==================== handshake_downsizer_flat
Figure 1. Signal wires on met3 (handshake_downsizer_flat).
Scale bar: 20 um.
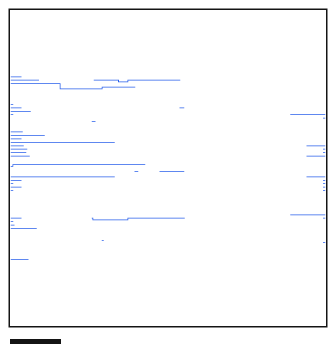
### src/rtl/handshake_downsizer_if.sv
// Valid/ready bundle for the downsizer: wide word in on one side, narrow beats out on the other.
// slave is the converter's view; master is the view of whatever drives the word and sinks the beats.
interface handshake_downsizer_if #(
    parameter int IN_WIDTH  = 64,
    parameter int OUT_WIDTH = 16
);
    localparam int RATIO = IN_WIDTH / OUT_WIDTH;
    localparam int CW    = $clog2(RATIO);

    logic [IN_WIDTH-1:0]  data_i;
    logic [CW-1:0]        beats_i;
    logic                 valid_i;
    logic                 ready_o;
    logic [OUT_WIDTH-1:0] data_o;
    logic                 last_o;
    logic                 valid_o;
    logic                 ready_i;

    modport slave (
        input  data_i,
        input  beats_i,
        input  valid_i,
        input  ready_i,
        output ready_o,
        output data_o,
        output last_o,
        output valid_o
    );

    modport master (
        output data_i,
        output beats_i,
        output valid_i,
        output ready_i,
        input  ready_o,
        input  data_o,
        input  last_o,
        input  valid_o
    );
endinterface

### src/rtl/handshake_downsizer.sv
// Splits one IN_WIDTH word into beats_i+1 OUT_WIDTH beats, LS sub-word first; 1-cycle latency, registered outputs.
// Backpressure: outputs hold while ready_i=0; ready_o = !valid_o | (ready_i & last_o), so a new word loads on the final beat.
module handshake_downsizer #(
    parameter int IN_WIDTH  = 64,
    parameter int OUT_WIDTH = 16
) (
    input logic                  clk_i,
    input logic                  rst_ni,
    handshake_downsizer_if.slave bus
);
    localparam int RATIO = IN_WIDTH / OUT_WIDTH;
    localparam int CW    = $clog2(RATIO);

    typedef enum logic {
        ST_IDLE = 1'b0,
        ST_BUSY = 1'b1
    } state_t;

    state_t                         state_q, state_d;
    logic [CW-1:0]                  idx_q, idx_d;
    logic [CW-1:0]                  cnt_q, cnt_d;
    logic                           last_q, last_d;
    logic [RATIO-1:0][OUT_WIDTH-1:0] hold_q, hold_d;
    logic [OUT_WIDTH-1:0]           dat_q, dat_d;
    logic [CW-1:0]                  idx_inc;
    logic                           busy;
    logic                           load;
    logic                           advance;
    logic                           finish;

    assign busy    = (state_q == ST_BUSY);
    assign idx_inc = idx_q + CW'(1);

    assign bus.ready_o = !busy | (bus.ready_i & last_q);
    assign load        = bus.valid_i & bus.ready_o;
    assign advance     = busy & bus.ready_i & !last_q;
    assign finish      = busy & bus.ready_i & last_q;

    // Load wins over finish: that is the zero-bubble hand-over between words.
    // The next beat is selected here so data_o comes straight from a flop.
    always_comb begin
        state_d = state_q;
        idx_d   = idx_q;
        cnt_d   = cnt_q;
        last_d  = last_q;
        hold_d  = hold_q;
        dat_d   = dat_q;
        if (load) begin
            state_d = ST_BUSY;
            idx_d   = '0;
            cnt_d   = bus.beats_i;
            last_d  = (bus.beats_i == '0);
            hold_d  = bus.data_i;
            dat_d   = bus.data_i[OUT_WIDTH-1:0];
        end else if (advance) begin
            idx_d  = idx_inc;
            last_d = (idx_inc == cnt_q);
            dat_d  = hold_q[idx_inc];
        end else if (finish) begin
            state_d = ST_IDLE;
            idx_d   = '0;
            last_d  = 1'b0;
        end
    end

    always_ff @(posedge clk_i or negedge rst_ni) begin
        if (!rst_ni) begin
            state_q <= ST_IDLE;
            idx_q   <= '0;
            cnt_q   <= '0;
            last_q  <= 1'b0;
        end else begin
            state_q <= state_d;
            idx_q   <= idx_d;
            cnt_q   <= cnt_d;
            last_q  <= last_d;
        end
    end

    // Datapath is qualified by valid_o, so it carries no reset.
    always_ff @(posedge clk_i) begin
        hold_q <= hold_d;
        dat_q  <= dat_d;
    end

    assign bus.valid_o = busy;
    assign bus.last_o  = last_q;
    assign bus.data_o  = dat_q;
endmodule

### src/flat_wrapper.sv
// flat-port wrapper written by rule: the top's interface ports become plain ports
module handshake_downsizer_flat 
#(
    parameter int IN_WIDTH  = 64,
    parameter int OUT_WIDTH = 16
)
  (clk_i, rst_ni, bus_data_i, bus_beats_i, bus_valid_i, bus_ready_i, bus_ready_o, bus_data_o, bus_last_o, bus_valid_o);
  handshake_downsizer_if #(.IN_WIDTH(IN_WIDTH), .OUT_WIDTH(OUT_WIDTH)) bus_i ();
  input logic clk_i;
  input logic rst_ni;
  input wire logic [$bits(bus_i.data_i)-1:0] bus_data_i;
  input wire logic [$bits(bus_i.beats_i)-1:0] bus_beats_i;
  input wire logic [$bits(bus_i.valid_i)-1:0] bus_valid_i;
  input wire logic [$bits(bus_i.ready_i)-1:0] bus_ready_i;
  output wire logic [$bits(bus_i.ready_o)-1:0] bus_ready_o;
  output wire logic [$bits(bus_i.data_o)-1:0] bus_data_o;
  output wire logic [$bits(bus_i.last_o)-1:0] bus_last_o;
  output wire logic [$bits(bus_i.valid_o)-1:0] bus_valid_o;
  assign bus_i.data_i = bus_data_i;
  assign bus_i.beats_i = bus_beats_i;
  assign bus_i.valid_i = bus_valid_i;
  assign bus_i.ready_i = bus_ready_i;
  assign bus_ready_o = bus_i.ready_o;
  assign bus_data_o = bus_i.data_o;
  assign bus_last_o = bus_i.last_o;
  assign bus_valid_o = bus_i.valid_o;
  handshake_downsizer #(.IN_WIDTH(IN_WIDTH), .OUT_WIDTH(OUT_WIDTH)) u_core (.clk_i(clk_i), .rst_ni(rst_ni), .bus(bus_i));
endmodule
### config.mk
export PLATFORM = sky130hd
export DESIGN_NAME = handshake_downsizer_flat
export DESIGN_NICKNAME = d
export VERILOG_FILES = /design/src/rtl/handshake_downsizer_if.sv /design/src/rtl/handshake_downsizer.sv /design/src/flat_wrapper.sv
export SDC_FILE = /design/constraint.sdc
export NUM_CORES = 1
export LEC_CHECK = 0
export CELL_PAD_IN_SITES_DETAIL_PLACEMENT = 0
export CELL_PAD_IN_SITES_GLOBAL_PLACEMENT = 1
export CORE_MARGIN = 4
export CORE_UTILIZATION = 25
export CTS_BUF_LIST = sky130_fd_sc_hd__clkbuf_16
export DETAILED_ROUTE_END_ITERATION = 6
export PLACE_DENSITY = 0.64
export SKIP_CTS_REPAIR_TIMING = 1
export SYNTH_ARGS = -nofsm -noshare
export SYNTH_HDL_FRONTEND = slang
export SYNTH_SLANG_ARGS = --single-unit
### constraint.sdc
create_clock -name clk_i -period 6.05 [get_ports clk_i]
set_clock_uncertainty 0.1 [all_clocks]
set_input_delay 1.5125 -clock clk_i [delete_from_list [all_inputs] [get_ports clk_i]]
set_output_delay 1.5125 -clock clk_i [all_outputs]
set_load 0.02 [all_outputs]
==> results_dict.tcl <==
# yosys + openroad results
set metrics [dict create \
    outcome "completed" \
    power_switching_mw 0.514 \
    die_height_um 125 \
    cap_viol_max_count 0 \
    cts_buffers 9 \
    chipArea_um2 15500 \
    netlist.area_leader.share 0.707 \
    p_comb_frac 0.272 \
    path_class "input port to output pin" \
    slew_headroom 0.318 \
    max_stage_delay_ps 640 \
    vdd_drop_max_mv 0.144 \
    regMostFlops "u_core.hold_q" \
    final-comb-area_um2 802 \
    largestClassByArea "flip-flops and latches" \
    io_pins 89 \
    final_antenna_net_count 0 \
    fp.coreArea_um2 13300 \
    drc 0 \
    cp-end-kind "output pin" \
    power.density_nw_per_um2 426 \
    clkSinkCount 86 \
    p_int_mw 1.53 \
    min_period_ps 4540 \
    vias 1709 \
    worstPathCellList "clkdlybuf4s50_1 -> a21bo_4 -> clkdlybuf4s50_1" \
]
## Picture notes: Figure 1
main direction	horizontal
longest straight run	52.0 um
share of all routed wire	6.4%

-- final timing paths --
kind | start | end | slack, ps | cells past startpoint
hold / removal | u_core.cnt_q[1] | u_core.cnt_q[1] | 430 | 1
min in group asynchronous | rst_ni | u_core.cnt_q[1] | 1320 | 1
setup / recovery | bus_ready_i | bus_ready_o | 1510 | 3
max in group asynchronous | rst_ni | u_core.cnt_q[0] | 4320 | 1
hold reg to reg | u_core.cnt_q[1] | u_core.cnt_q[1] | 430 | 1
setup reg to reg | u_core.bus.last_o | u_core.hold_q[46] | 3630 | 4

==================== rh_bf_prog_loader
Figure 2. Signal wires on met3 (rh_bf_prog_loader).
Scale bar: 20 um.
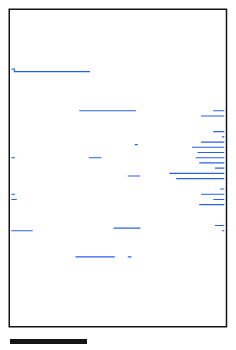
Figure 3. Routed clock nets over the placement (rh_bf_prog_loader).
Scale bar: 20 um.
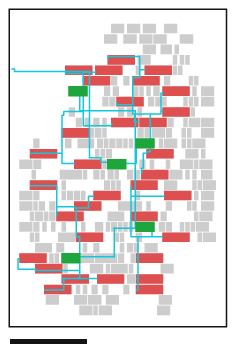
[src/rtl/rh_bf_prog_loader.sv]
// rh_bf_prog_loader: UART byte stream to program memory loader with write-verify.
// Each accepted byte goes through WRITE, READ and CHECK, one cycle each. The
// byte is written at the next free address, read back and compared. Overruns,
// memory-full drops and verify mismatches set sticky flags. A rising edge of
// prog_mode clears the address, the count and the flags.
// Ports:
//   clk, rst               clock, synchronous active-high reset
//   prog_mode              programming-mode request (already synchronized)
//   rx_valid, rx_data      received-byte strobe and data
//   mem_we, mem_re         program memory write / read strobes
//   mem_addr, mem_wdata    program memory address and write data
//   mem_rdata              synchronous read data (valid the cycle after mem_re)
//   busy                   a byte is in flight
//   prog_count             bytes committed since programming mode was entered
//   ovr_err, full_err      sticky drop flags (arrived while busy / memory full)
//   verify_err             sticky readback mismatch flag
//   cpu_hold               registered prog_mode
module rh_bf_prog_loader #(
  parameter int unsigned ADDR_W = 5,
  parameter int unsigned DATA_W = 8
) (
  input  logic              clk,
  input  logic              rst,
  input  logic              prog_mode,
  input  logic              rx_valid,
  input  logic [DATA_W-1:0] rx_data,
  output logic              mem_we,
  output logic              mem_re,
  output logic [ADDR_W-1:0] mem_addr,
  output logic [DATA_W-1:0] mem_wdata,
  input  logic [DATA_W-1:0] mem_rdata,
  output logic              busy,
  output logic [ADDR_W:0]   prog_count,
  output logic              ovr_err,
  output logic              full_err,
  output logic              verify_err,
  output logic              cpu_hold
);

  localparam int unsigned CNT_W = ADDR_W + 1;
  localparam logic [CNT_W-1:0] DEPTH = CNT_W'(1 << ADDR_W);

  typedef enum logic [1:0] {S_IDLE, S_WRITE, S_READ, S_CHECK} state_e;

  state_e              state_q, state_d;
  logic                mode_q;
  logic [ADDR_W-1:0]   waddr_q, waddr_d;
  logic [CNT_W-1:0]    cnt_q, cnt_d;
  logic [ADDR_W-1:0]   addr_q, addr_d;
  logic [DATA_W-1:0]   wdata_q, wdata_d;
  logic                we_q, we_d;
  logic                re_q, re_d;
  logic                busy_q, busy_d;
  logic                ovr_q, ovr_d;
  logic                full_q, full_d;
  logic                verify_q, verify_d;
  logic                mode_rise;
  logic                mode_on;

  // A strobe on the rising-edge cycle itself is not accepted.
  assign mode_rise = prog_mode & ~mode_q;
  assign mode_on   = prog_mode & mode_q;

  // Next-state, datapath and flag logic.
  always_comb begin
    state_d  = state_q;
    waddr_d  = waddr_q;
    cnt_d    = cnt_q;
    addr_d   = addr_q;
    wdata_d  = wdata_q;
    ovr_d    = ovr_q;
    full_d   = full_q;
    verify_d = verify_q;

    case (state_q)
      S_IDLE: begin
        if (mode_on && rx_valid) begin
          if (cnt_q < DEPTH) begin
            state_d = S_WRITE;
            addr_d  = waddr_q;
            wdata_d = rx_data;
          end else begin
            full_d = 1'b1;
          end
        end
      end
      S_WRITE: state_d = S_READ;
      S_READ:  state_d = S_CHECK;
      S_CHECK: begin
        state_d = S_IDLE;
        if (mem_rdata != wdata_q) verify_d = 1'b1;
        cnt_d = cnt_q + 1'b1;
        // Hold the address on the last slot rather than wrapping to 0.
        if (cnt_q != DEPTH - 1'b1) waddr_d = waddr_q + 1'b1;
      end
      default: state_d = S_IDLE;
    endcase

    // Bytes arriving mid-operation are dropped without disturbing it.
    if (state_q != S_IDLE && mode_on && rx_valid) ovr_d = 1'b1;

    if (mode_rise) begin
      waddr_d  = '0;
      cnt_d    = '0;
      ovr_d    = 1'b0;
      full_d   = 1'b0;
      verify_d = 1'b0;
    end

    we_d   = (state_d == S_WRITE);
    re_d   = (state_d == S_READ);
    busy_d = (state_d != S_IDLE);
  end

  // State and output registers.
  always_ff @(posedge clk) begin
    if (rst) begin
      state_q  <= S_IDLE;
      mode_q   <= 1'b0;
      waddr_q  <= '0;
      cnt_q    <= '0;
      addr_q   <= '0;
      wdata_q  <= '0;
      we_q     <= 1'b0;
      re_q     <= 1'b0;
      busy_q   <= 1'b0;
      ovr_q    <= 1'b0;
      full_q   <= 1'b0;
      verify_q <= 1'b0;
    end else begin
      state_q  <= state_d;
      mode_q   <= prog_mode;
      waddr_q  <= waddr_d;
      cnt_q    <= cnt_d;
      addr_q   <= addr_d;
      wdata_q  <= wdata_d;
      we_q     <= we_d;
      re_q     <= re_d;
      busy_q   <= busy_d;
      ovr_q    <= ovr_d;
      full_q   <= full_d;
      verify_q <= verify_d;
    end
  end

  assign mem_we     = we_q;
  assign mem_re     = re_q;
  assign mem_addr   = addr_q;
  assign mem_wdata  = wdata_q;
  assign busy       = busy_q;
  assign prog_count = cnt_q;
  assign ovr_err    = ovr_q;
  assign full_err   = full_q;
  assign verify_err = verify_q;
  assign cpu_hold   = mode_q;

endmodule
[config.mk]
export PLATFORM = sky130hd
export DESIGN_NAME = rh_bf_prog_loader
export DESIGN_NICKNAME = d
export VERILOG_FILES = /design/src/rtl/rh_bf_prog_loader.sv
export SDC_FILE = /design/constraint.sdc
export NUM_CORES = 1
export LEC_CHECK = 0
export ABC_AREA = 1
export CAP_MARGIN = 10
export CORE_ASPECT_RATIO = 1.5
export CORE_MARGIN = 2
export CORE_UTILIZATION = 35
export CTS_CLUSTER_SIZE = 10
export DETAILED_ROUTE_END_ITERATION = 10
export PLACE_DENSITY = 0.74
export SYNTH_ARGS = -nofsm -noshare
export SYNTH_HDL_FRONTEND = slang
export SYNTH_SLANG_ARGS = --single-unit
[constraint.sdc]
create_clock -name clk -period 3 [get_ports clk]
set_clock_uncertainty 0.15 [all_clocks]
set_input_delay 0.6 -clock clk [delete_from_list [all_inputs] [get_ports clk]]
set_output_delay 0.6 -clock clk [all_outputs]
set_load 0.01 [all_outputs]
==> results_dict.tcl <==
# yosys + openroad results
set metrics [dict create \
    outcome "completed" \
    instances_no_fill 284 \
    synthXorXnorAreaFrac 0.0183 \
    met2_usage 0.258 \
    placed_cells 276 \
    dr.pass1.iters 2 \
    vias 1316 \
    seq_share 0.331 \
    n_fill_cell 394 \
    power.density_nw_per_um2 502 \
    placed_area_um2 1910 \
    cap_viol_max_count 0 \
    comb_power_mw 0.199 \
    grt_setup_unrepaired "false" \
    dr_wl_met2_um 1520 \
    min_from "verify_err" \
    start_kind "input port" \
    worstReg2RegEnd "busy" \
    clk_share 0.0414 \
    topCellsByArea "dfxtp_1 (46%), nand2_1 (10%), a21oi_1 (8.4%)" \
    avgSynthCellArea_um2 7.58 \
    post_cts_resized 0 \
    cts_setup_buffers 0 \
    post-place-ws_ps 586 \
    final_antenna_net_count 0 \
    top_cell "nand2_1" \
]
## Picture notes: Figure 2
wire length on this layer	157 um
nets with wire on the layer	25
main direction	horizontal

## Picture notes: Figure 3
[red] flip-flops | count: 33
[green] cells driving clock nets | count: 5
[cyan] clock wires | length: 402 um
routed clock nets	6

-- flip-flops by register name (all words and copies together) (netlist names) --
| name | cells |
|---|---|
| prog_count | 6 |
| full_err | 1 |
| mem_wdata | 8 |
| ovr_err | 1 |
| waddr_q | 5 |
| mem_we | 1 |
| state_q | 2 |
| cpu_hold | 1 |
| mem_addr | 5 |
| busy | 1 |
| mem_re | 1 |
| verify_err | 1 |
-- worst max-delay path: stages --
cell and delay (ps):
clkdlybuf4s50_1 500, nand3_1 140, nor3_4 420, inv_2 220, nand2_1 170, a21oi_1 80


==> gallery <==
Metal layers overlaid.
Plate I
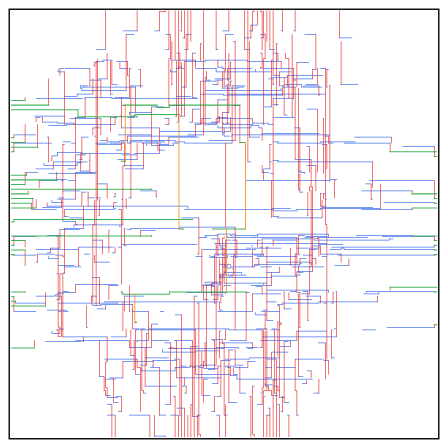
Plate II
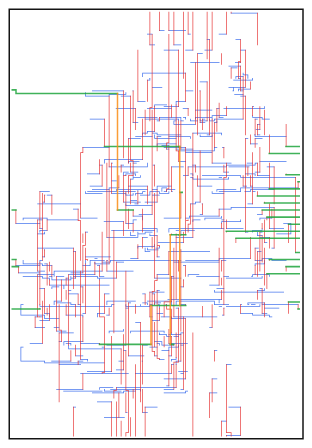
rh_bf_prog_loader is Plate II.
handshake_downsizer_flat is Plate I.
- most wire: Plate I

Key to Plate I:
color	layer	wire length
red	met2	3,330 um
orange	met4	101 um
blue	met1	2,930 um
green	met3	432 um

